# fifo_uart_tx

### src/rtl/uart_pkg.sv
// Shared UART definitions: transmitter state encoding and frame geometry.
// Also imported by the UART receiver, so keep changes backward compatible.
package uart_pkg;

  localparam int DATA_BITS = 8;
  localparam int STOP_BITS = 1;

  typedef enum logic [2:0] {
    ST_IDLE  = 3'd0,
    ST_FETCH = 3'd1,
    ST_START = 3'd2,
    ST_DATA  = 3'd3,
    ST_STOP  = 3'd4
  } tx_state_t;

endpackage

### src/rtl/uart_baud_gen.sv
// Bit-period timer: counts 0..CLKS_PER_BIT-1 and flags the last cycle of each bit.
// While clr is high the count is held at zero so the next bit starts aligned.
module uart_baud_gen #(
  parameter int CLKS_PER_BIT = 16
) (
  input  logic clk,
  input  logic rst_n,
  input  logic clr,
  output logic tick
);

  localparam int CW = (CLKS_PER_BIT > 1) ? $clog2(CLKS_PER_BIT) : 1;
  localparam logic [CW-1:0] LAST = CW'(CLKS_PER_BIT - 1);

  logic [CW-1:0] cnt_q;

  assign tick = !clr && (cnt_q == LAST);

  always_ff @(posedge clk or negedge rst_n) begin
    if (!rst_n) begin
      cnt_q <= '0;
    end else if (clr || tick) begin
      cnt_q <= '0;
    end else begin
      cnt_q <= cnt_q + 1'b1;
    end
  end

endmodule

### src/rtl/fifo_uart_tx.sv
// FIFO-draining 8N1 UART transmitter: pops one byte from a registered-read FIFO
// whenever idle and enabled, then shifts it out LSB first on a registered tx line.
module fifo_uart_tx
  import uart_pkg::*;
#(
  parameter int CLKS_PER_BIT = 16
) (
  input  logic       clk,
  input  logic       rst_n,
  input  logic       tx_en,
  input  logic       fifo_empty,
  input  logic [7:0] fifo_data,
  output logic       fifo_rd_en,
  output logic       tx,
  output logic       busy,
  output logic       tx_done,
  output logic [2:0] state_dbg
);

  // Handshake: fifo_rd_en is a single-cycle pop request raised only in IDLE when
  // tx_en is high and fifo_empty is low; the FIFO presents the popped byte on
  // fifo_data in the following cycle (FETCH), where it is captured. No other
  // FIFO signal is looked at outside IDLE.

  localparam logic [2:0] LAST_BIT = 3'(DATA_BITS - 1);

  tx_state_t            state_q, state_d;
  logic [DATA_BITS-1:0] shreg_q, shreg_d;
  logic [2:0]           bit_cnt_q, bit_cnt_d;
  logic                 tx_q, tx_d;
  logic                 baud_clr;
  logic                 tick;

  // Bit timing only runs once a frame is on the line; IDLE and FETCH hold it cleared.
  assign baud_clr = (state_q == ST_IDLE) || (state_q == ST_FETCH);

  uart_baud_gen #(
    .CLKS_PER_BIT (CLKS_PER_BIT)
  ) u_baud (
    .clk   (clk),
    .rst_n (rst_n),
    .clr   (baud_clr),
    .tick  (tick)
  );

  always_ff @(posedge clk or negedge rst_n) begin
    if (!rst_n) begin
      state_q   <= ST_IDLE;
      shreg_q   <= '0;
      bit_cnt_q <= '0;
      tx_q      <= 1'b1;
    end else begin
      state_q   <= state_d;
      shreg_q   <= shreg_d;
      bit_cnt_q <= bit_cnt_d;
      tx_q      <= tx_d;
    end
  end

  always_comb begin
    state_d    = state_q;
    shreg_d    = shreg_q;
    bit_cnt_d  = bit_cnt_q;
    fifo_rd_en = 1'b0;
    tx_done    = 1'b0;
    tx_d       = 1'b1;

    case (state_q)
      ST_IDLE: begin
        fifo_rd_en = tx_en & ~fifo_empty;
        if (tx_en & ~fifo_empty) begin
          state_d = ST_FETCH;
        end
      end
      ST_FETCH: begin
        shreg_d = fifo_data;
        state_d = ST_START;
      end
      ST_START: begin
        if (tick) begin
          state_d = ST_DATA;
        end
      end
      ST_DATA: begin
        if (tick) begin
          shreg_d   = shreg_q >> 1;
          bit_cnt_d = bit_cnt_q + 3'd1;
          if (bit_cnt_q == LAST_BIT) begin
            state_d = ST_STOP;
          end
        end
      end
      ST_STOP: begin
        if (tick) begin
          tx_done = 1'b1;
          state_d = ST_IDLE;
        end
      end
      default: begin
        state_d = ST_IDLE;
      end
    endcase

    // The line level is chosen from the state being entered, so tx is already
    // correct in the first cycle of every bit despite being registered.
    case (state_d)
      ST_START: tx_d = 1'b0;
      ST_DATA:  tx_d = shreg_d[0];
      default:  tx_d = 1'b1;
    endcase
  end

  assign tx        = tx_q;
  assign busy      = (state_q != ST_IDLE);
  assign state_dbg = state_q;

endmodule
### config.mk
export PLATFORM = sky130hd
export DESIGN_NAME = fifo_uart_tx
export DESIGN_NICKNAME = d
export VERILOG_FILES = /design/src/rtl/uart_pkg.sv /design/src/rtl/uart_baud_gen.sv /design/src/rtl/fifo_uart_tx.sv
export SDC_FILE = /design/constraint.sdc
export NUM_CORES = 1
export LEC_CHECK = 0
export ABC_AREA = 1
export CAP_MARGIN = 5
export CORE_MARGIN = 1.5
export CORE_UTILIZATION = 40
export CTS_CLUSTER_DIAMETER = 80
export CTS_CLUSTER_SIZE = 28
export DETAILED_ROUTE_END_ITERATION = 8
export PLACE_DENSITY = 0.68
export RECOVER_POWER = 100
export SETUP_SLACK_MARGIN = 0.15
export SLEW_MARGIN = 20
export SYNTH_ARGS = -nofsm -noshare
export SYNTH_HDL_FRONTEND = slang
export SYNTH_SLANG_ARGS = --single-unit
export TNS_END_PERCENT = 50
### constraint.sdc
create_clock -name clk -period 1.3 [get_ports clk]
set_input_delay 0.26 -clock clk [delete_from_list [all_inputs] [get_ports clk]]
set_output_delay 0.26 -clock clk [all_outputs]
set_load 0.02 [all_outputs]
# pipeline_trace_collector

--- src/rtl/pipeline_trace_collector_pkg.sv ---
// Shared types and constants for the pipeline trace collector: stage numbering,
// record layout and the set-stage scan used by the serializer.
package trace_pkg;

    typedef enum logic [2:0] {
        STAGE_FETCH  = 3'd0,
        STAGE_DECODE = 3'd1,
        STAGE_RENAME = 3'd2,
        STAGE_ISSUE  = 3'd3,
        STAGE_COMMIT = 3'd4
    } trace_stage_e;

    localparam int unsigned WORDS_PER_STAGE = 6;
    localparam int unsigned NUM_STAGES      = 5;
    localparam int unsigned HDR_TS_WIDTH    = 22;
    localparam logic [3:0]  HDR_MAGIC       = 4'hA;

    typedef struct packed {
        logic                                             lost;
        logic [NUM_STAGES-1:0]                            mask;
        logic [HDR_TS_WIDTH-1:0]                          ts;
        logic [NUM_STAGES-1:0][WORDS_PER_STAGE-1:0][31:0] payload;
    } trace_record_t;

    // Lowest set stage at or above 'from'; returns NUM_STAGES when none remain.
    function automatic logic [2:0] next_stage(input logic [NUM_STAGES-1:0] mask,
                                              input logic [2:0] from);
        logic [NUM_STAGES-1:0] m;
        m = mask & ~(5'((6'd1 << from) - 6'd1));
        casez (m)
            5'b????1: return 3'd0;
            5'b???10: return 3'd1;
            5'b??100: return 3'd2;
            5'b?1000: return 3'd3;
            5'b10000: return 3'd4;
            default:  return 3'(NUM_STAGES);
        endcase
    endfunction

endpackage

--- src/rtl/pipeline_trace_collector_fifo.sv ---
// Synchronous record FIFO; a push is accepted at full when a pop happens in
// the same cycle.
module trace_record_fifo
    import trace_pkg::*;
#(
    parameter int unsigned DEPTH = 4
) (
    input  logic                     clk,
    input  logic                     rst_n,
    input  logic                     push,
    input  trace_record_t            push_data,
    input  logic                     pop,
    output trace_record_t            pop_data,
    output logic                     full,
    output logic                     empty,
    output logic [$clog2(DEPTH):0]   level
);

    localparam int unsigned AW = $clog2(DEPTH);
    localparam int unsigned LW = AW + 1;

    trace_record_t   mem [DEPTH];
    logic [AW-1:0]   wr_ptr;
    logic [AW-1:0]   rd_ptr;
    logic            do_push;
    logic            do_pop;

    always_comb begin
        full     = (level == LW'(DEPTH));
        empty    = (level == '0);
        do_pop   = pop && !empty;
        do_push  = push && (!full || do_pop);
        pop_data = mem[rd_ptr];
    end

    always_ff @(posedge clk) begin
        if (do_push) begin
            mem[wr_ptr] <= push_data;
        end
    end

    always_ff @(posedge clk or negedge rst_n) begin
        if (!rst_n) begin
            wr_ptr <= '0;
            rd_ptr <= '0;
            level  <= '0;
        end else begin
            if (do_push) wr_ptr <= wr_ptr + AW'(1);
            if (do_pop)  rd_ptr <= rd_ptr + AW'(1);
            case ({do_push, do_pop})
                2'b10:   level <= level + LW'(1);
                2'b01:   level <= level - LW'(1);
                default: ;
            endcase
        end
    end

endmodule

--- src/rtl/pipeline_trace_collector.sv ---
// Captures per-stage pipeline events as timestamped records and streams them
// out as 32-bit words: header, then six words per flagged stage.
module pipeline_trace_collector
    import trace_pkg::*;
#(
    parameter int unsigned DEPTH    = 4,
    parameter int unsigned TS_WIDTH = 22
) (
    input  logic                        clk,
    input  logic                        rst_n,
    input  logic                        trace_enable,
    input  logic [4:0]                  ev_valid,
    input  logic [4:0][5:0][31:0]       ev_word,
    output logic                        out_valid,
    input  logic                        out_ready,
    output logic [31:0]                 out_data,
    output logic                        out_last,
    output logic [15:0]                 dropped_count,
    output logic [$clog2(DEPTH):0]      fifo_level
);

    localparam int unsigned LW = $clog2(DEPTH) + 1;

    typedef enum logic [1:0] {IDLE, HDR, STG} ser_state_e;

    ser_state_e          state_q;
    logic [TS_WIDTH-1:0] ts_q;
    logic                loss_pending_q;
    logic [2:0]          stage_q;
    logic [2:0]          word_q;
    logic [2:0]          nxt_stage;
    logic                last_stage;
    logic                capture;
    logic                pop;
    logic                push;
    logic                full;
    logic                empty;
    trace_record_t       new_rec;
    trace_record_t       head;

    always_comb begin
        capture        = trace_enable && (ev_valid != '0);
        pop            = out_valid && out_ready && out_last;
        push           = capture && (!full || pop);
        new_rec.lost    = loss_pending_q;
        new_rec.mask    = ev_valid;
        new_rec.ts      = HDR_TS_WIDTH'(ts_q);
        new_rec.payload = ev_word;
        nxt_stage      = next_stage(head.mask, stage_q + 3'd1);
        last_stage     = (nxt_stage == 3'(NUM_STAGES));
    end

    trace_record_fifo #(.DEPTH(DEPTH)) u_fifo (
        .clk       (clk),
        .rst_n     (rst_n),
        .push      (push),
        .push_data (new_rec),
        .pop       (pop),
        .pop_data  (head),
        .full      (full),
        .empty     (empty),
        .level     (fifo_level)
    );

    always_ff @(posedge clk or negedge rst_n) begin
        if (!rst_n) begin
            ts_q           <= '0;
            loss_pending_q <= 1'b0;
            dropped_count  <= '0;
        end else begin
            ts_q <= ts_q + TS_WIDTH'(1);
            if (push) begin
                loss_pending_q <= 1'b0;
            end else if (capture) begin
                loss_pending_q <= 1'b1;
                if (dropped_count != '1) dropped_count <= dropped_count + 16'd1;
            end
        end
    end

    // Word data is muxed straight from the FIFO head so a record pushed into an
    // empty collector can present its header on the very next cycle.
    always_comb begin
        out_data = '0;
        case (state_q)
            HDR:     out_data = {HDR_MAGIC, head.lost, head.mask, head.ts};
            STG:     out_data = head.payload[stage_q][word_q];
            default: ;
        endcase
    end

    always_ff @(posedge clk or negedge rst_n) begin
        if (!rst_n) begin
            state_q   <= IDLE;
            out_valid <= 1'b0;
            out_last  <= 1'b0;
            stage_q   <= '0;
            word_q    <= '0;
        end else begin
            case (state_q)
                IDLE: begin
                    if (push || !empty) begin
                        state_q   <= HDR;
                        out_valid <= 1'b1;
                        out_last  <= 1'b0;
                    end
                end
                HDR: begin
                    if (out_ready) begin
                        state_q  <= STG;
                        stage_q  <= next_stage(head.mask, 3'd0);
                        word_q   <= '0;
                        out_last <= 1'b0;
                    end
                end
                STG: begin
                    if (out_ready) begin
                        if (out_last) begin
                            out_last <= 1'b0;
                            if (push || fifo_level > LW'(1)) begin
                                state_q   <= HDR;
                                out_valid <= 1'b1;
                            end else begin
                                state_q   <= IDLE;
                                out_valid <= 1'b0;
                            end
                        end else if (word_q != 3'(WORDS_PER_STAGE - 1)) begin
                            word_q   <= word_q + 3'd1;
                            out_last <= (word_q == 3'(WORDS_PER_STAGE - 2)) && last_stage;
                        end else begin
                            stage_q  <= nxt_stage;
                            word_q   <= '0;
                            out_last <= 1'b0;
                        end
                    end
                end
                default: begin
                    state_q   <= IDLE;
                    out_valid <= 1'b0;
                    out_last  <= 1'b0;
                end
            endcase
        end
    end

endmodule
--- config.mk ---
export PLATFORM = sky130hd
export DESIGN_NAME = pipeline_trace_collector
export DESIGN_NICKNAME = d
export VERILOG_FILES = /design/src/rtl/pipeline_trace_collector_pkg.sv /design/src/rtl/pipeline_trace_collector_fifo.sv /design/src/rtl/pipeline_trace_collector.sv
export SDC_FILE = /design/constraint.sdc
export NUM_CORES = 2
export LEC_CHECK = 0
export CORE_UTILIZATION = 53
export DETAILED_ROUTE_END_ITERATION = 10
export GPL_TIMING_DRIVEN = 1
export PLACE_DENSITY = 0.81
export SKIP_LAST_GASP = 1
export SLEW_MARGIN = 40
export SYNTH_ARGS = -nofsm -noshare
export SYNTH_HDL_FRONTEND = slang
export SYNTH_SLANG_ARGS = --single-unit
--- constraint.sdc ---
create_clock -name clk -period 22.7 [get_ports clk]
set_clock_uncertainty 0.15 [all_clocks]
set_input_delay 2.27 -clock clk [delete_from_list [all_inputs] [get_ports clk]]
set_output_delay 2.27 -clock clk [all_outputs]
set_load 0.02 [all_outputs]
# epw_result_scoreboard

### src/rtl/epw_result_scoreboard_pkg.sv
// Shared types and default sizing for the result scoreboard.
package epw_result_scoreboard_pkg;

  localparam int unsigned RESULT_W_DEF = 32;
  localparam int unsigned TAG_W_DEF    = 4;
  localparam int unsigned TIMEOUT_DEF  = 64;
  localparam int unsigned CNT_W_DEF    = 16;

  typedef enum logic [1:0] {
    EMPTY    = 2'd0,
    REF_HELD = 2'd1,
    DUV_HELD = 2'd2
  } slot_state_e;

  // Record of one tag slot at default sizing
  typedef struct packed {
    slot_state_e                    state;
    logic [RESULT_W_DEF-1:0]        result;
    logic                           error;
    logic [$clog2(TIMEOUT_DEF)-1:0] age;
  } scb_slot_t;

endpackage

### src/rtl/epw_scb_slot.sv
// One tag slot: holds the one-sided completion, its age, and requests expiry.
module epw_scb_slot
  import epw_result_scoreboard_pkg::*;
#(
  parameter int unsigned RESULT_W = RESULT_W_DEF,
  parameter int unsigned TIMEOUT  = TIMEOUT_DEF
) (
  input  logic                clk,
  input  logic                reset,
  input  logic                enable,
  input  logic                ref_hit,
  input  logic                duv_hit,
  input  logic [RESULT_W-1:0] ref_result,
  input  logic                ref_error,
  input  logic [RESULT_W-1:0] duv_result,
  input  logic                duv_error,
  input  logic                expire_grant,
  output slot_state_e         state,
  output logic [RESULT_W-1:0] result,
  output logic                error,
  output logic                expire_req
);

  localparam int unsigned AGE_W = $clog2(TIMEOUT);
  localparam logic [AGE_W-1:0] AGE_MAX = AGE_W'(TIMEOUT - 1);

  slot_state_e         state_n;
  logic [RESULT_W-1:0] result_n;
  logic                error_n;
  logic [AGE_W-1:0]    age, age_n;

  // Slot state register
  always_ff @(posedge clk or negedge reset) begin
    if (!reset) begin
      state  <= EMPTY;
      result <= '0;
      error  <= 1'b0;
      age    <= '0;
    end else begin
      state  <= state_n;
      result <= result_n;
      error  <= error_n;
      age    <= age_n;
    end
  end

  // Next-state: arrivals take priority over aging/expiry
  always_comb begin
    state_n  = state;
    result_n = result;
    error_n  = error;
    age_n    = age;
    if (enable) begin
      if (ref_hit && duv_hit) begin
        // Both sides on one tag: the held side is consumed by the opposite
        // arrival and the same-side arrival takes its place.
        case (state)
          REF_HELD: begin
            result_n = ref_result;
            error_n  = ref_error;
            age_n    = '0;
          end
          DUV_HELD: begin
            result_n = duv_result;
            error_n  = duv_error;
            age_n    = '0;
          end
          default: ;
        endcase
      end else if (ref_hit) begin
        if (state == DUV_HELD) begin
          state_n = EMPTY;
          age_n   = '0;
        end else begin
          state_n  = REF_HELD;
          result_n = ref_result;
          error_n  = ref_error;
          age_n    = '0;
        end
      end else if (duv_hit) begin
        if (state == REF_HELD) begin
          state_n = EMPTY;
          age_n   = '0;
        end else begin
          state_n  = DUV_HELD;
          result_n = duv_result;
          error_n  = duv_error;
          age_n    = '0;
        end
      end else if (state != EMPTY) begin
        if (expire_grant) begin
          state_n = EMPTY;
          age_n   = '0;
        end else if (age != AGE_MAX) begin
          age_n = age + AGE_W'(1);
        end
      end
    end
  end

  // Expiry request: held, fully aged, enabled and not rescued by an arrival
  always_comb begin
    expire_req = enable && (state != EMPTY) && !ref_hit && !duv_hit && (age == AGE_MAX);
  end

endmodule

### src/rtl/epw_result_scoreboard.sv
// Tag-indexed out-of-order result scoreboard pairing reference and DUV completions.
module epw_result_scoreboard
  import epw_result_scoreboard_pkg::*;
#(
  parameter int unsigned RESULT_W = RESULT_W_DEF,
  parameter int unsigned TAG_W    = TAG_W_DEF,
  parameter int unsigned TIMEOUT  = TIMEOUT_DEF,
  parameter int unsigned CNT_W    = CNT_W_DEF
) (
  input  logic                clk,
  input  logic                reset,
  input  logic                enable,
  input  logic                ref_valid,
  input  logic [TAG_W-1:0]    ref_rtag,
  input  logic [RESULT_W-1:0] ref_result,
  input  logic                ref_error,
  input  logic                duv_valid,
  input  logic [TAG_W-1:0]    duv_rtag,
  input  logic [RESULT_W-1:0] duv_result,
  input  logic                duv_error,
  output logic                mismatch,
  output logic [TAG_W-1:0]    mismatch_tag,
  output logic                timeout,
  output logic [TAG_W-1:0]    timeout_tag,
  output logic                dup,
  output logic [CNT_W-1:0]    pass_cnt,
  output logic [CNT_W-1:0]    fail_cnt,
  output logic [TAG_W:0]      pending,
  output logic                idle
);

  localparam int unsigned DEPTH = 2 ** TAG_W;

  slot_state_e         slot_state  [DEPTH];
  logic [RESULT_W-1:0] slot_result [DEPTH];
  logic                slot_error  [DEPTH];
  logic [DEPTH-1:0]    ref_hit, duv_hit, expire_req, expire_grant;

  logic                ref_fire, duv_fire, same_tag;
  slot_state_e         ref_state, duv_state;
  logic                ref_cmp, duv_cmp, ref_ok, duv_ok;
  logic [RESULT_W-1:0] ref_peer_result;
  logic                ref_peer_error;
  logic                dup_n, expire_any;
  logic [TAG_W-1:0]    expire_tag;
  logic [1:0]          pass_inc, fail_inc;

  function automatic logic cmp_match(input logic ea, input logic [RESULT_W-1:0] ra,
                                     input logic eb, input logic [RESULT_W-1:0] rb);
    return (ea == eb) && (ea || (ra == rb));
  endfunction

  function automatic logic [CNT_W-1:0] sat_add(input logic [CNT_W-1:0] cnt, input logic [1:0] inc);
    logic [CNT_W:0] sum;
    sum = {1'b0, cnt} + (CNT_W + 1)'(inc);
    return sum[CNT_W] ? '1 : sum[CNT_W-1:0];
  endfunction

  assign ref_fire = enable && ref_valid;
  assign duv_fire = enable && duv_valid;

  for (genvar i = 0; i < DEPTH; i++) begin : g_slot
    assign ref_hit[i] = ref_fire && (ref_rtag == TAG_W'(i));
    assign duv_hit[i] = duv_fire && (duv_rtag == TAG_W'(i));

    epw_scb_slot #(
      .RESULT_W (RESULT_W),
      .TIMEOUT  (TIMEOUT)
    ) u_slot (
      .clk          (clk),
      .reset        (reset),
      .enable       (enable),
      .ref_hit      (ref_hit[i]),
      .duv_hit      (duv_hit[i]),
      .ref_result   (ref_result),
      .ref_error    (ref_error),
      .duv_result   (duv_result),
      .duv_error    (duv_error),
      .expire_grant (expire_grant[i]),
      .state        (slot_state[i]),
      .result       (slot_result[i]),
      .error        (slot_error[i]),
      .expire_req   (expire_req[i])
    );
  end

  // Compare selection: ref side also owns the direct compare on an empty shared tag
  always_comb begin
    same_tag        = (ref_rtag == duv_rtag);
    ref_state       = slot_state[ref_rtag];
    duv_state       = slot_state[duv_rtag];
    ref_cmp         = ref_fire && ((ref_state == DUV_HELD) ||
                                   (duv_fire && same_tag && (ref_state == EMPTY)));
    ref_peer_result = (ref_state == DUV_HELD) ? slot_result[ref_rtag] : duv_result;
    ref_peer_error  = (ref_state == DUV_HELD) ? slot_error[ref_rtag]  : duv_error;
    ref_ok          = cmp_match(ref_error, ref_result, ref_peer_error, ref_peer_result);
    duv_cmp         = duv_fire && (duv_state == REF_HELD);
    duv_ok          = cmp_match(slot_error[duv_rtag], slot_result[duv_rtag], duv_error, duv_result);
    dup_n           = (ref_fire && (ref_state == REF_HELD) && !(duv_fire && same_tag)) ||
                      (duv_fire && (duv_state == DUV_HELD) && !(ref_fire && same_tag));
  end

  // Lowest-index expiry priority encoder
  always_comb begin
    expire_grant = '0;
    expire_any   = 1'b0;
    expire_tag   = '0;
    for (int unsigned i = 0; i < DEPTH; i++) begin
      if (expire_req[i] && !expire_any) begin
        expire_grant[i] = 1'b1;
        expire_any      = 1'b1;
        expire_tag      = TAG_W'(i);
      end
    end
  end

  // Per-cycle counter increments
  always_comb begin
    pass_inc = {1'b0, ref_cmp && ref_ok} + {1'b0, duv_cmp && duv_ok};
    fail_inc = {1'b0, ref_cmp && !ref_ok} + {1'b0, duv_cmp && !duv_ok} + {1'b0, expire_any};
  end

  // Registered event pulses, tags and saturating counters
  always_ff @(posedge clk or negedge reset) begin
    if (!reset) begin
      mismatch     <= 1'b0;
      mismatch_tag <= '0;
      timeout      <= 1'b0;
      timeout_tag  <= '0;
      dup          <= 1'b0;
      pass_cnt     <= '0;
      fail_cnt     <= '0;
    end else begin
      mismatch <= (ref_cmp && !ref_ok) || (duv_cmp && !duv_ok);
      if (ref_cmp && !ref_ok) begin
        mismatch_tag <= ref_rtag;
      end else if (duv_cmp && !duv_ok) begin
        mismatch_tag <= duv_rtag;
      end
      timeout <= expire_any;
      if (expire_any) begin
        timeout_tag <= expire_tag;
      end
      dup      <= dup_n;
      pass_cnt <= sat_add(pass_cnt, pass_inc);
      fail_cnt <= sat_add(fail_cnt, fail_inc);
    end
  end

  // Occupancy popcount over registered slot states
  always_comb begin
    pending = '0;
    for (int unsigned i = 0; i < DEPTH; i++) begin
      if (slot_state[i] != EMPTY) begin
        pending = pending + (TAG_W + 1)'(1);
      end
    end
    idle = (pending == '0);
  end

endmodule
### config.mk
export PLATFORM = sky130hd
export DESIGN_NAME = epw_result_scoreboard
export DESIGN_NICKNAME = d
export VERILOG_FILES = /design/src/rtl/epw_result_scoreboard_pkg.sv /design/src/rtl/epw_scb_slot.sv /design/src/rtl/epw_result_scoreboard.sv
export SDC_FILE = /design/constraint.sdc
export NUM_CORES = 2
export LEC_CHECK = 0
export CORE_AREA = 2 2 366 368
export CTS_CLUSTER_DIAMETER = 200
export CTS_CLUSTER_SIZE = 12
export DETAILED_ROUTE_END_ITERATION = 10
export DIE_AREA = 0 0 368 370
export SLEW_MARGIN = 20
export SYNTH_ARGS = -nofsm -noshare
export SYNTH_HDL_FRONTEND = slang
export SYNTH_SLANG_ARGS = --single-unit
export TNS_END_PERCENT = 30
### constraint.sdc
create_clock -name clk -period 18.9 [get_ports clk]
set_input_delay 1.89 -clock clk [delete_from_list [all_inputs] [get_ports clk]]
set_output_delay 1.89 -clock clk [all_outputs]
set_load 0.02 [all_outputs]
# uart_tx_queue_flat

`src/rtl/uart_tx_queue_if.sv`:
```
// uart_tx_queue_if: producer push side plus UART data/strobe/flag side of the
// transmit queue. The optional flush line exists only when UART_TX_FLUSH_EN is
// defined.
interface uart_tx_queue_if #(
  parameter int AW = 4
);
  logic          push;
  logic [7:0]    push_data;
  logic          full;
  logic          empty;
  logic [AW:0]   count;
  logic          overflow;
  logic          tbre;
  logic          tsre;
  logic [7:0]    data_out;
  logic          wrn;
  logic          busy;
`ifdef UART_TX_FLUSH_EN
  logic          flush;

  modport master (
    output push, push_data, tbre, tsre, flush,
    input  full, empty, count, overflow, data_out, wrn, busy
  );
  modport slave (
    input  push, push_data, tbre, tsre, flush,
    output full, empty, count, overflow, data_out, wrn, busy
  );
`else
  modport master (
    output push, push_data, tbre, tsre,
    input  full, empty, count, overflow, data_out, wrn, busy
  );
  modport slave (
    input  push, push_data, tbre, tsre,
    output full, empty, count, overflow, data_out, wrn, busy
  );
`endif
endinterface

```
`src/rtl/uart_tx_queue.sv`:
```
// uart_tx_queue: small byte FIFO that drains one byte at a time into a UART,
// driving data_in / active-low wrn and honouring tbre/tsre.
// Define UART_TX_FLUSH_EN to add the flush input (clears queued bytes; an
// in-flight byte still completes).
module uart_tx_queue #(
  parameter int DEPTH    = 16,
  parameter int AW       = 4,
  parameter int WR_PULSE = 2,
  parameter int GUARD    = 2
) (
  input logic          clk,
  input logic          rst,
  uart_tx_queue_if.slave bus
);
  typedef enum logic [2:0] {IDLE, SETUP, STROBE, RELEASE, DRAIN} state_t;

  localparam int CW = 16;

  state_t          state, state_nx;
  logic [CW-1:0]   cnt, cnt_nx;
  logic [7:0]      mem [DEPTH];
  logic [AW-1:0]   rd_ptr, wr_ptr;
  logic [AW:0]     count;
  logic            overflow;
  logic            wrn;
  logic [7:0]      data_out;
  logic            full, empty, push_ok, pop, flush_now, uart_rdy;

`ifdef UART_TX_FLUSH_EN
  assign flush_now = bus.flush;
`else
  assign flush_now = 1'b0;
`endif

  // full/empty come from the registered count, so a same-cycle pop never
  // makes room for a push
  assign full     = (count == (AW+1)'(DEPTH));
  assign empty    = (count == '0);
  assign push_ok  = bus.push && !full && !flush_now;
  assign uart_rdy = bus.tbre && bus.tsre;

  // FIFO storage; pointers wrap naturally at DEPTH
  always_ff @(posedge clk) begin
    if (push_ok) mem[wr_ptr] <= bus.push_data;
  end

  // FIFO pointers, occupancy and sticky overflow
  always_ff @(posedge clk) begin
    if (!rst) begin
      rd_ptr   <= '0;
      wr_ptr   <= '0;
      count    <= '0;
      overflow <= 1'b0;
    end else if (flush_now) begin
      rd_ptr   <= '0;
      wr_ptr   <= '0;
      count    <= '0;
    end else begin
      if (bus.push && full) overflow <= 1'b1;
      if (push_ok) wr_ptr <= wr_ptr + 1'b1;
      if (pop)     rd_ptr <= rd_ptr + 1'b1;
      case ({push_ok, pop})
        2'b10:   count <= count + 1'b1;
        2'b01:   count <= count - 1'b1;
        default: ;
      endcase
    end
  end

  // FSM state and phase counter register
  always_ff @(posedge clk) begin
    if (!rst) begin
      state <= IDLE;
      cnt   <= '0;
    end else begin
      state <= state_nx;
      cnt   <= cnt_nx;
    end
  end

  // next-state: the UART flags matter only in IDLE and DRAIN; a flushing
  // cycle never pops so the cleared queue really sends nothing
  always_comb begin
    state_nx = state;
    cnt_nx   = cnt;
    pop      = 1'b0;
    unique case (state)
      IDLE: begin
        if (!empty && uart_rdy && !flush_now) begin
          pop      = 1'b1;
          state_nx = SETUP;
        end
      end
      SETUP: begin
        state_nx = STROBE;
        cnt_nx   = '0;
      end
      STROBE: begin
        if (cnt == CW'(WR_PULSE - 1)) begin
          state_nx = RELEASE;
          cnt_nx   = '0;
        end else begin
          cnt_nx = cnt + 1'b1;
        end
      end
      RELEASE: begin
        if (cnt == CW'(GUARD - 1)) begin
          state_nx = DRAIN;
          cnt_nx   = '0;
        end else begin
          cnt_nx = cnt + 1'b1;
        end
      end
      DRAIN: begin
        if (uart_rdy) state_nx = IDLE;
      end
      default: state_nx = IDLE;
    endcase
  end

  // registered UART outputs: wrn from next state so it is a clean flop output,
  // data_out only changes on a pop
  always_ff @(posedge clk) begin
    if (!rst) begin
      wrn      <= 1'b1;
      data_out <= 8'h00;
    end else begin
      wrn <= (state_nx != STROBE);
      if (pop) data_out <= mem[rd_ptr];
    end
  end

  assign bus.full     = full;
  assign bus.empty    = empty;
  assign bus.count    = count;
  assign bus.overflow = overflow;
  assign bus.data_out = data_out;
  assign bus.wrn      = wrn;
  assign bus.busy     = (state != IDLE);
endmodule

```
`src/flat_wrapper.sv`:
```
// flat-port wrapper written by rule: the top's interface ports become plain ports
module uart_tx_queue_flat 
#(
  parameter int DEPTH    = 16,
  parameter int AW       = 4,
  parameter int WR_PULSE = 2,
  parameter int GUARD    = 2
)
  (clk, rst, bus_push, bus_push_data, bus_tbre, bus_tsre, bus_full, bus_empty, bus_count, bus_overflow, bus_data_out, bus_wrn, bus_busy);
  uart_tx_queue_if #(.AW(AW)) bus_i ();
  input logic clk;
  input logic rst;
  input wire logic [$bits(bus_i.push)-1:0] bus_push;
  input wire logic [$bits(bus_i.push_data)-1:0] bus_push_data;
  input wire logic [$bits(bus_i.tbre)-1:0] bus_tbre;
  input wire logic [$bits(bus_i.tsre)-1:0] bus_tsre;
  output wire logic [$bits(bus_i.full)-1:0] bus_full;
  output wire logic [$bits(bus_i.empty)-1:0] bus_empty;
  output wire logic [$bits(bus_i.count)-1:0] bus_count;
  output wire logic [$bits(bus_i.overflow)-1:0] bus_overflow;
  output wire logic [$bits(bus_i.data_out)-1:0] bus_data_out;
  output wire logic [$bits(bus_i.wrn)-1:0] bus_wrn;
  output wire logic [$bits(bus_i.busy)-1:0] bus_busy;
  assign bus_i.push = bus_push;
  assign bus_i.push_data = bus_push_data;
  assign bus_i.tbre = bus_tbre;
  assign bus_i.tsre = bus_tsre;
  assign bus_full = bus_i.full;
  assign bus_empty = bus_i.empty;
  assign bus_count = bus_i.count;
  assign bus_overflow = bus_i.overflow;
  assign bus_data_out = bus_i.data_out;
  assign bus_wrn = bus_i.wrn;
  assign bus_busy = bus_i.busy;
  uart_tx_queue #(.DEPTH(DEPTH), .AW(AW), .WR_PULSE(WR_PULSE), .GUARD(GUARD)) u_core (.clk(clk), .rst(rst), .bus(bus_i));
endmodule
```
`config.mk`:
```
export PLATFORM = sky130hd
export DESIGN_NAME = uart_tx_queue_flat
export DESIGN_NICKNAME = d
export VERILOG_FILES = /design/src/rtl/uart_tx_queue_if.sv /design/src/rtl/uart_tx_queue.sv /design/src/flat_wrapper.sv
export SDC_FILE = /design/constraint.sdc
export NUM_CORES = 1
export LEC_CHECK = 0
export CORE_UTILIZATION = 50
export CTS_CLUSTER_DIAMETER = 60
export DETAILED_ROUTE_END_ITERATION = 12
export GPL_TIMING_DRIVEN = 1
export PLACE_DENSITY = 0.68
export SLEW_MARGIN = 20
export SYNTH_ARGS = -nofsm -noshare
export SYNTH_HDL_FRONTEND = slang
export SYNTH_SLANG_ARGS = --single-unit
```
`constraint.sdc`:
```
create_clock -name clk -period 3 [get_ports clk]
set_input_delay 0.3 -clock clk [delete_from_list [all_inputs] [get_ports clk]]
set_output_delay 0.3 -clock clk [all_outputs]
set_load 0.02 [all_outputs]
```
epw_result_scoreboard, gate-type map:
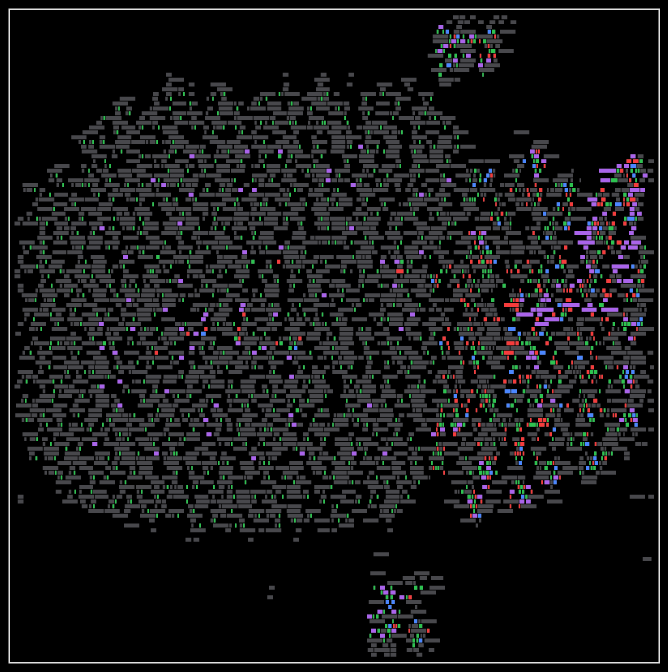
- green: nand cells (cells 887; most used nand2_1)
- purple: xor and xnor cells (cells 178; most used xnor2_1)
- blue: and/or cells (cells 81; most used and3_1)
- red: nor cells (cells 268; most used nor2_1; where east)

==> flow_metrics.tcl, epw_result_scoreboard <==
# yosys + openroad results
set metrics [dict create \
    synth.cell_area_um2 46050 \
    vias_per_cell 5.855 \
    synth_largest_type_area_fraction 0.3798 \
    finalHoldViolCount 0 \
    power.share.clock 0.159 \
    power.sequential.total_mw 2.23 \
    synth-main-ff-cell "sky130_fd_sc_hd__dfrtp_1" \
    worst_path_most_repeated_cell "sky130_fd_sc_hd__ha_1" \
    drive_gt1_frac 0.1348 \
    top_power_group "combinational cells" \
    min_delay_path_depth 1 \
    sw_frac 0.4119 \
    i_o_buffers 127 \
    timing.clock.skew_ns 0.02755 \
    place_area_um2 48730 \
    share_of_the_yosys_chip_area_belonging_to_registers 0.3798 \
    core-area_um2 132500 \
    finalSetupTns_ns 0 \
    floorplan.rows 134 \
    busiest_layer "met2" \
    cellInternalPower_mw 4.676 \
    p_switching_mw 3.274 \
    groute.usage.overall 0.2208 \
    rsz0062_at_grt "no" \
    post_synth_most_frequent_cells "742 x sky130_fd_sc_hd__nand2_1, 699 x sky130_fd_sc_hd__dfrtp_1, 629 x sky130_fd_sc_hd__o21ai_0" \
    syn_avg_cell_area_um2 10.37 \
    timing.hold.worst.start "g_slot[12].u_slot.age[5]" \
    status "completed" \
    tritoncts_buffer_count 68 \
]
## epw_result_scoreboard: flip-flops by register name, summed over array words and instances (netlist names), 4 cells and up
| name | flops |
|---|---|
| g_slot.u_slot.state | 32 |
| timeout_tag | 4 |
| mismatch_tag | 4 |
| g_slot.u_slot.result | 512 |
| pass_cnt | 16 |
| g_slot.u_slot.error | 16 |
| fail_cnt | 16 |
| g_slot.u_slot.age | 96 |
## epw_result_scoreboard: area by class of cell
| type | instances | area share |
|---|---|---|
| tap | 1768 | 0.04379 |
| timing repair buffer | 186 | 0.03502 |
| inverter | 63 | 0.004681 |
| sequential | 699 | 0.3462 |
| antenna | 4 | 0.0001981 |
| clock inverter | 6 | 0.001535 |
| clock buffer | 68 | 0.03368 |
| multi-input combinational | 3267 | 0.5349 |
## epw_result_scoreboard: cells by family (layout without fill, tap and decap cells)
family          Yosys count  after routing  synth area share
buf+inv                 474            323           0.04165
other cells               0              4                 0
flops                   699            699            0.3798
mux                     932            932            0.2980
xor+xnor                178            178           0.03904
compound gates          835            835           0.09865
fa+ha+maj                86             86           0.02385
simple gates           1236           1236            0.1189
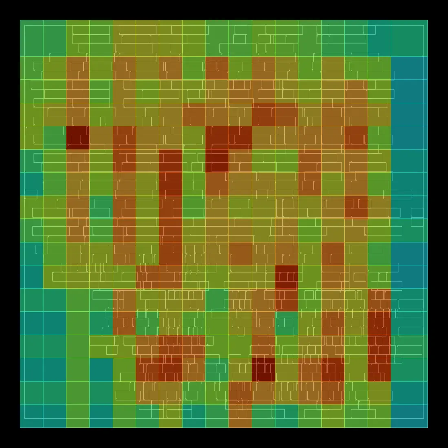
uart_tx_queue_flat: track usage over the die
end-of-flow core utilization: 0.5974
met2 Use GR: 0.3402

==> flow_metrics.tcl, uart_tx_queue_flat <==
# yosys + openroad results
set metrics [dict create \
    worstRegToRegCells 9 \
    critical-path-top-delay-family "simple AND/OR/NAND/NOR gates" \
    rsz0062_at_grt "no" \
    timing.critical_path.fanout_max 10 \
    grt_pass1_wl_um 22970 \
    regToRegStartpoint "u_core.state[1]" \
    power.sequential.total_mw 2.75 \
    min_delay_path_depth 2 \
    crit_start "u_core.state[1]" \
    post-cts-setup-buffer-count 0 \
    tritoncts "built" \
    clkSlewWorstSetupHoldPaths_ns 0.07 \
    timing.critical_path.cells "or3_4, a211o_1, inv_1, ha_1, ha_1, or4b_2, a21oi_1, a41oi_1, nand3_1" \
    synth-edff-count 128 \
    status "completed" \
    ff2ff_setup_slack_ns 0.34 \
    area_growth_syn_to_layout_pct 16.57 \
    vertical_die_dimension_um 121.3 \
    synth_largest_type_area_fraction 0.5403 \
]
[uart_tx_queue_flat: per-stage QoR]
| stage | hold WS (ns) | cells | power (mW) | worst slack (ns) | util |
|---|---|---|---|---|---|
| 5_1_grt | 0.5025 | 712 | 6.085 | 0.1346 | 0.5974 |
| 3_3_place_gp | 0.4553 | 680 | 3.725 | 0.3137 | 0.5547 |
| 2_1_floorplan | 0.3989 | 475 | 3.377 | 0.2205 | - |
| 4_1_cts | 0.4816 | 712 | 5.908 | 0.3505 | 0.5974 |
| 6_report | 0.4696 | 712 | 5.863 | 0.3397 | 0.5974 |
| 3_5_place_dp | 0.4646 | 680 | 3.754 | 0.2679 | 0.5547 |
[uart_tx_queue_flat: cell type report]
class	count	area (um^2)
clock inverter	15	167.7
timing repair buffer	52	478.0
multi-input combinational	264	2258
tap	180	225.2
sequential	170	4686
clock buffer	17	425.4
fill	1060	5588
inverter	14	52.55
[uart_tx_queue_flat: flip-flops by register name, summed over array words and instances, names as in the netlist]
signal,count
u_core.cnt,16
u_core.mem,128
u_core.bus.overflow,1
u_core.wr_ptr,4
u_core.bus.data_out,8
u_core.bus.wrn,1
u_core.state,3
u_core.rd_ptr,4
u_core.bus.count,5
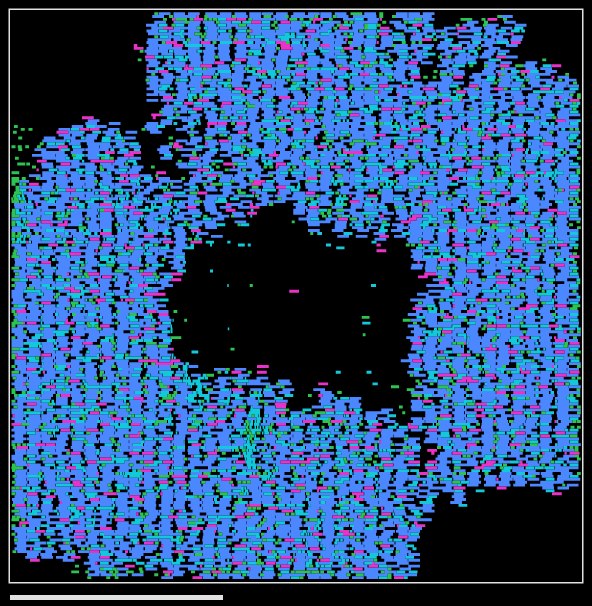
pipeline_trace_collector: placement by cell class
Scale bar: 200 um.
- cyan: remaining logic cells (cells 2167)
- blue: sequential cells (cells 4008)
- magenta: clock drivers and dummy loads (cells 712)
- green: remaining buffers and delay cells (cells 1201)
site row count: 196
summed area of non-filler cells in the final layout: 181600 um^2
end-of-flow core utilization: 0.6363
core region area: 285500 um^2

==> flow_metrics.tcl, pipeline_trace_collector <==
# yosys + openroad results
set metrics [dict create \
    grt_max_degree 143 \
    cp_data_arrival_time_ns 7.66 \
    layout.cells.most_common "sky130_fd_sc_hd__edfxtp_1" \
    timing.critical_path.fanout_max 45 \
    cts.root.buffer_cell "sky130_fd_sc_hd__clkbuf_16" \
    vertical_die_dimension_um 537.9 \
    clkSlewWorstSetupHoldPaths_ns 0.06 \
    place_ws_ns 13.45 \
    number_of_buffers_and_inverters_on_the_critical_path 5 \
    final-max-slew-violation-count 0 \
    finalHoldViolCount 0 \
    grt_pass1_vias 78790 \
    hold_ws_ns 0.3615 \
    status "completed" \
    maxCapViolations 0 \
    critical_path.endpoint "out_data[22]" \
    number_of_cells_upsized_or_downsized_after_cts 0 \
    synthCells 6521 \
    worst_path_most_repeated_cell "sky130_fd_sc_hd__buf_4" \
    worstSkewPairLatency_ns 0.95 \
    synth-simple-area-share 0.01373 \
    max_slew_margin 0.3252 \
    timing_worst_setup_path_type "flip-flop to output port" \
    drive_gt1_frac 0.2254 \
    reg_with_most_ffs "u_fifo.mem" \
    endpoint_of_the_lowest_slack_register_to_register_path "u_fifo.mem[0][37]" \
    fa_ha_area_frac 0.001480 \
    regToRegStartpoint "u_fifo.level[0]" \
    via_count 79120 \
    chipArea_um2 289300 \
    hold_path.class "flip-flop to flip-flop" \
    share_of_async_settable_or_async_resettable_flops_after_synthesis 0.01397 \
    leftover_overflow_at_the_end_of_global_routing 0 \
    rsz0062_at_grt "no" \
    finalSetupViolCount 0 \
    max_clock_freq_mhz 99.23 \
    timing.final.crit_period_ns 10.08 \
    tritoncts "built" \
]
## pipeline_trace_collector: how the worst min path moves through the flow
stage / start / to / cells after the start
2_1_floorplan: loss_pending_q / u_fifo.mem[0][987] / 0
3_3_place_gp: dropped_count[15] / dropped_count[15] / 1
3_5_place_dp: dropped_count[15] / dropped_count[15] / 1
4_1_cts: dropped_count[14] / dropped_count[14] / 1
5_1_grt: dropped_count[14] / dropped_count[14] / 1
6_report: dropped_count[14] / dropped_count[14] / 1
## pipeline_trace_collector: power breakdown
group | total (mW) | internal (mW) | switching, mW
logic | 3.76 | 1.32 | 2.44
registers | 10.1 | 9.68 | 0.372
clock network | 6.59 | 3.74 | 2.86
total | 20.4 | 14.7 | 5.67
## pipeline_trace_collector: area by class of cell
class	count	area share
Timing Repair Buffer	1201	0.06740
Tap cell	3762	0.02592
Antenna cell	212	0.002921
Clock inverter	258	0.01628
Multi-Input combinational cell	2150	0.1707
Inverter	17	0.0004340
Sequential cell	4008	0.6612
Clock buffer	454	0.05516
## pipeline_trace_collector: metal layers
layer,vias to the layer above,GRT usage
li1,30850,-
met2,5757,0.4702
met3,1196,0.1133
met5,-,0
met4,214,0.1757
met1,41100,0.3635
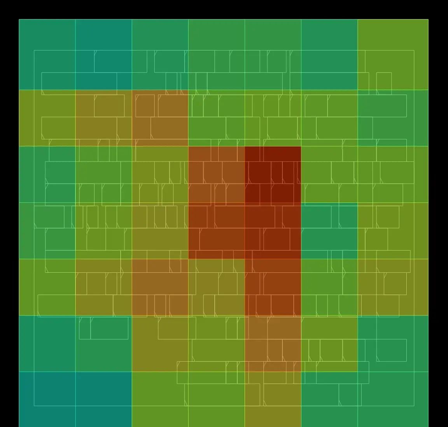
fifo_uart_tx: track usage over the die
gr usage total: 0.1749
met3 capacity usage during global routing: 0.03939

==> flow_metrics.tcl, fifo_uart_tx <==
# yosys + openroad results
set metrics [dict create \
    failed_checks "negative setup slack" \
    topCombFamilyByArea "simple AND/OR/NAND/NOR gates" \
    tapcell.inserted 27 \
    timing.critical_path.cells "nor2_4, nand2_2, nor3b_4, buf_6" \
    hpwlAfterDp_um 1373 \
    avgRoutedWirePerCell_um 12.24 \
    timing_worst_setup_path_type "flip-flop to output port" \
    drive_gt1_frac 0.4855 \
    layout.non_clock_buffers 38 \
    antenna_cells_inserted 0 \
    vdd_drop_max_mv 1.062 \
    tritoncts "built" \
    leftover_overflow_at_the_end_of_global_routing 0 \
    timing.critical_path.slowest_cell_delay_ns 0.44 \
    worstSkewPairLatency_ns 0.29 \
    leakage_nw 0.6720 \
    timing.final.ws_setup_ns -0.2193 \
    hold_ws_ns 0.2573 \
    status "finished with violations" \
    synth_largest_type_area_fraction 0.5092 \
    non_clk_invs 8 \
    finalSetupViolCount 21 \
    core-area_um2 2022 \
    gpl_congestion 0.8070 \
    yosys.area_share.aoi 0.03253 \
    reg_with_most_ffs "shreg_q" \
    number_of_filler_cells_placed_in_the_layout 152 \
    bufAreaShareNonClock 0.2287 \
    vias_per_cell 4.794 \
    synth_xor_xnor_area_share 0.02970 \
    timing.clock.skew_ns 0.007164 \
]
## fifo_uart_tx: worst paths after layout
check / startpoint / end / slack (ns)
min in group clk: bit_cnt_q[0] / bit_cnt_q[0] / 0.49
setup reg to reg: u_baud.cnt_q[1] / state_dbg[0] / -0.22
hold reg to reg: bit_cnt_q[0] / bit_cnt_q[0] / 0.49
hold / removal: rst_n / u_baud.cnt_q[2] / 0.26
max in group asynchronous: rst_n / shreg_q[5] / 0.27
setup / recovery: state_dbg[1] / fifo_rd_en / -0.22
## fifo_uart_tx: cells in the final DEF, fill, tap and decap left out, drive strengths merged
cell type,n
dlygate4sd3,1
xnor2,2
nor2,7
nand3,11
nand3b,1
a22o,1
clkdlybuf4s50,10
buf,24
clkbuf,7
xor2,1
or2,1
clkinv,1
ha,3
o21ai,3
nor3b,1
nor3,1
dfstp,1
dfrtp,18
inv,7
nand2,36
nor4,1
## fifo_uart_tx: what timing repair did
item | in CTS | in global routing
setup buffers | 2 | 5
gates resized | 53 | 26
endpoints found under the setup margin | 26 | 26
pin swaps | 5 | 5
hold buffers | 0 | 0

==> layout pictures side by side <==
Routed clock nets over the placement.
shot_01.png
Scale bar: 100 um.
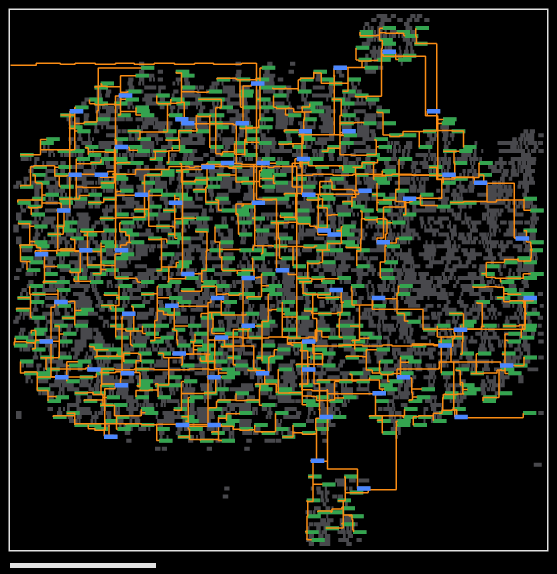
shot_02.png
Scale bar: 20 um.
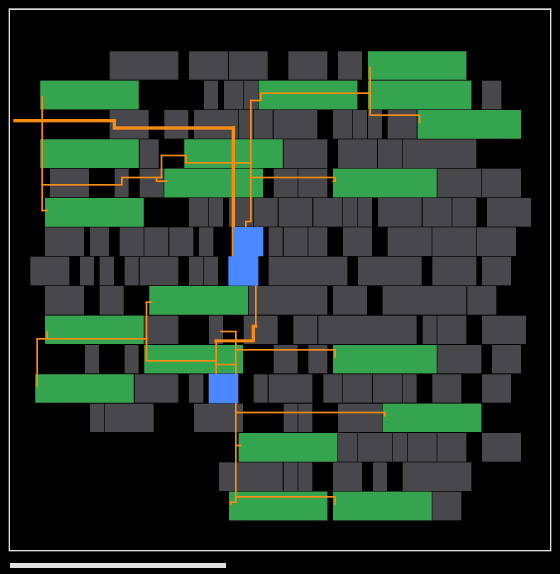
shot_03.png
Scale bar: 200 um.
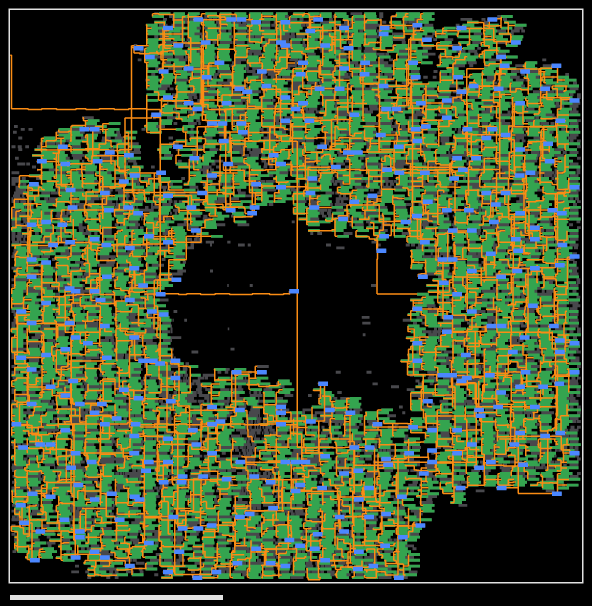
shot_04.png
Scale bar: 20 um.
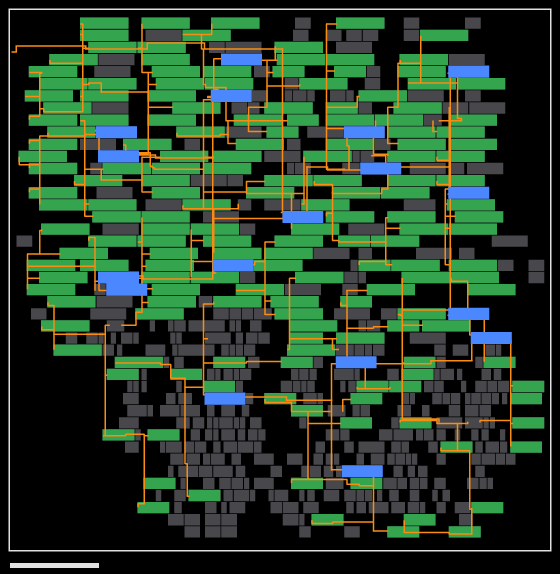
shot_02.png comes from fifo_uart_tx.
shot_04.png comes from uart_tx_queue_flat.
shot_01.png comes from epw_result_scoreboard.
shot_03.png comes from pipeline_trace_collector.



==> gallery <==
Sequential cells grouped by signal name.
Plate I
Scale bar: 100 um. Other sequential cells in the stronger grey, the rest of the logic in the fainter grey.
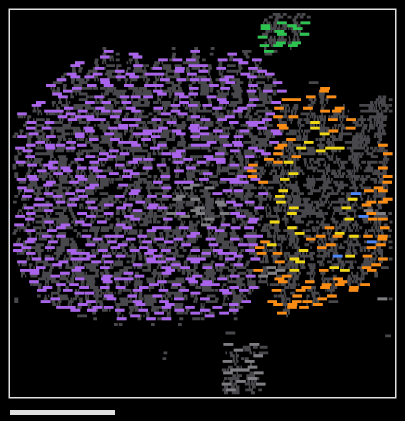
Plate II
Scale bar: 200 um. Other sequential cells in the stronger grey, the rest of the logic in the fainter grey.
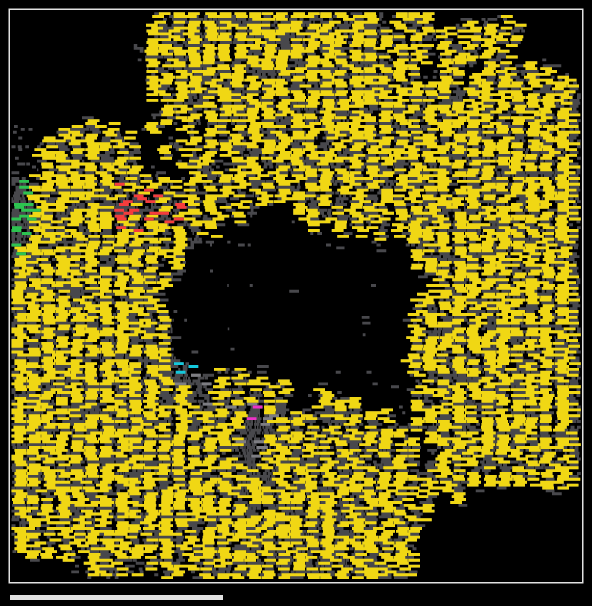
Plate III
Scale bar: 20 um. Other sequential cells in the stronger grey, the rest of the logic in the fainter grey.
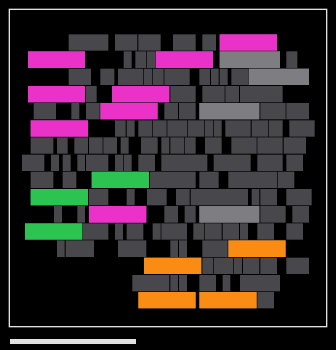
Plate IV
Scale bar: 20 um. Other sequential cells in the stronger grey, the rest of the logic in the fainter grey.
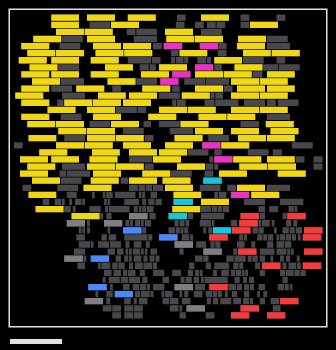
Of these, smallest die: Plate III
Of these, fewest sequential cells: Plate III
| picture | from |
|---|---|
| Plate I | epw_result_scoreboard |
| Plate IV | uart_tx_queue_flat |
| Plate III | fifo_uart_tx |
| Plate II | pipeline_trace_collector |

Key to Plate III:
- orange: `u_baud.cnt_q` (flops 4; where south)
- magenta: `shreg_q` (flops 8)
- green: `bit_cnt_q` (flops 3)

Power is estimated from default activity; no workload was simulated.
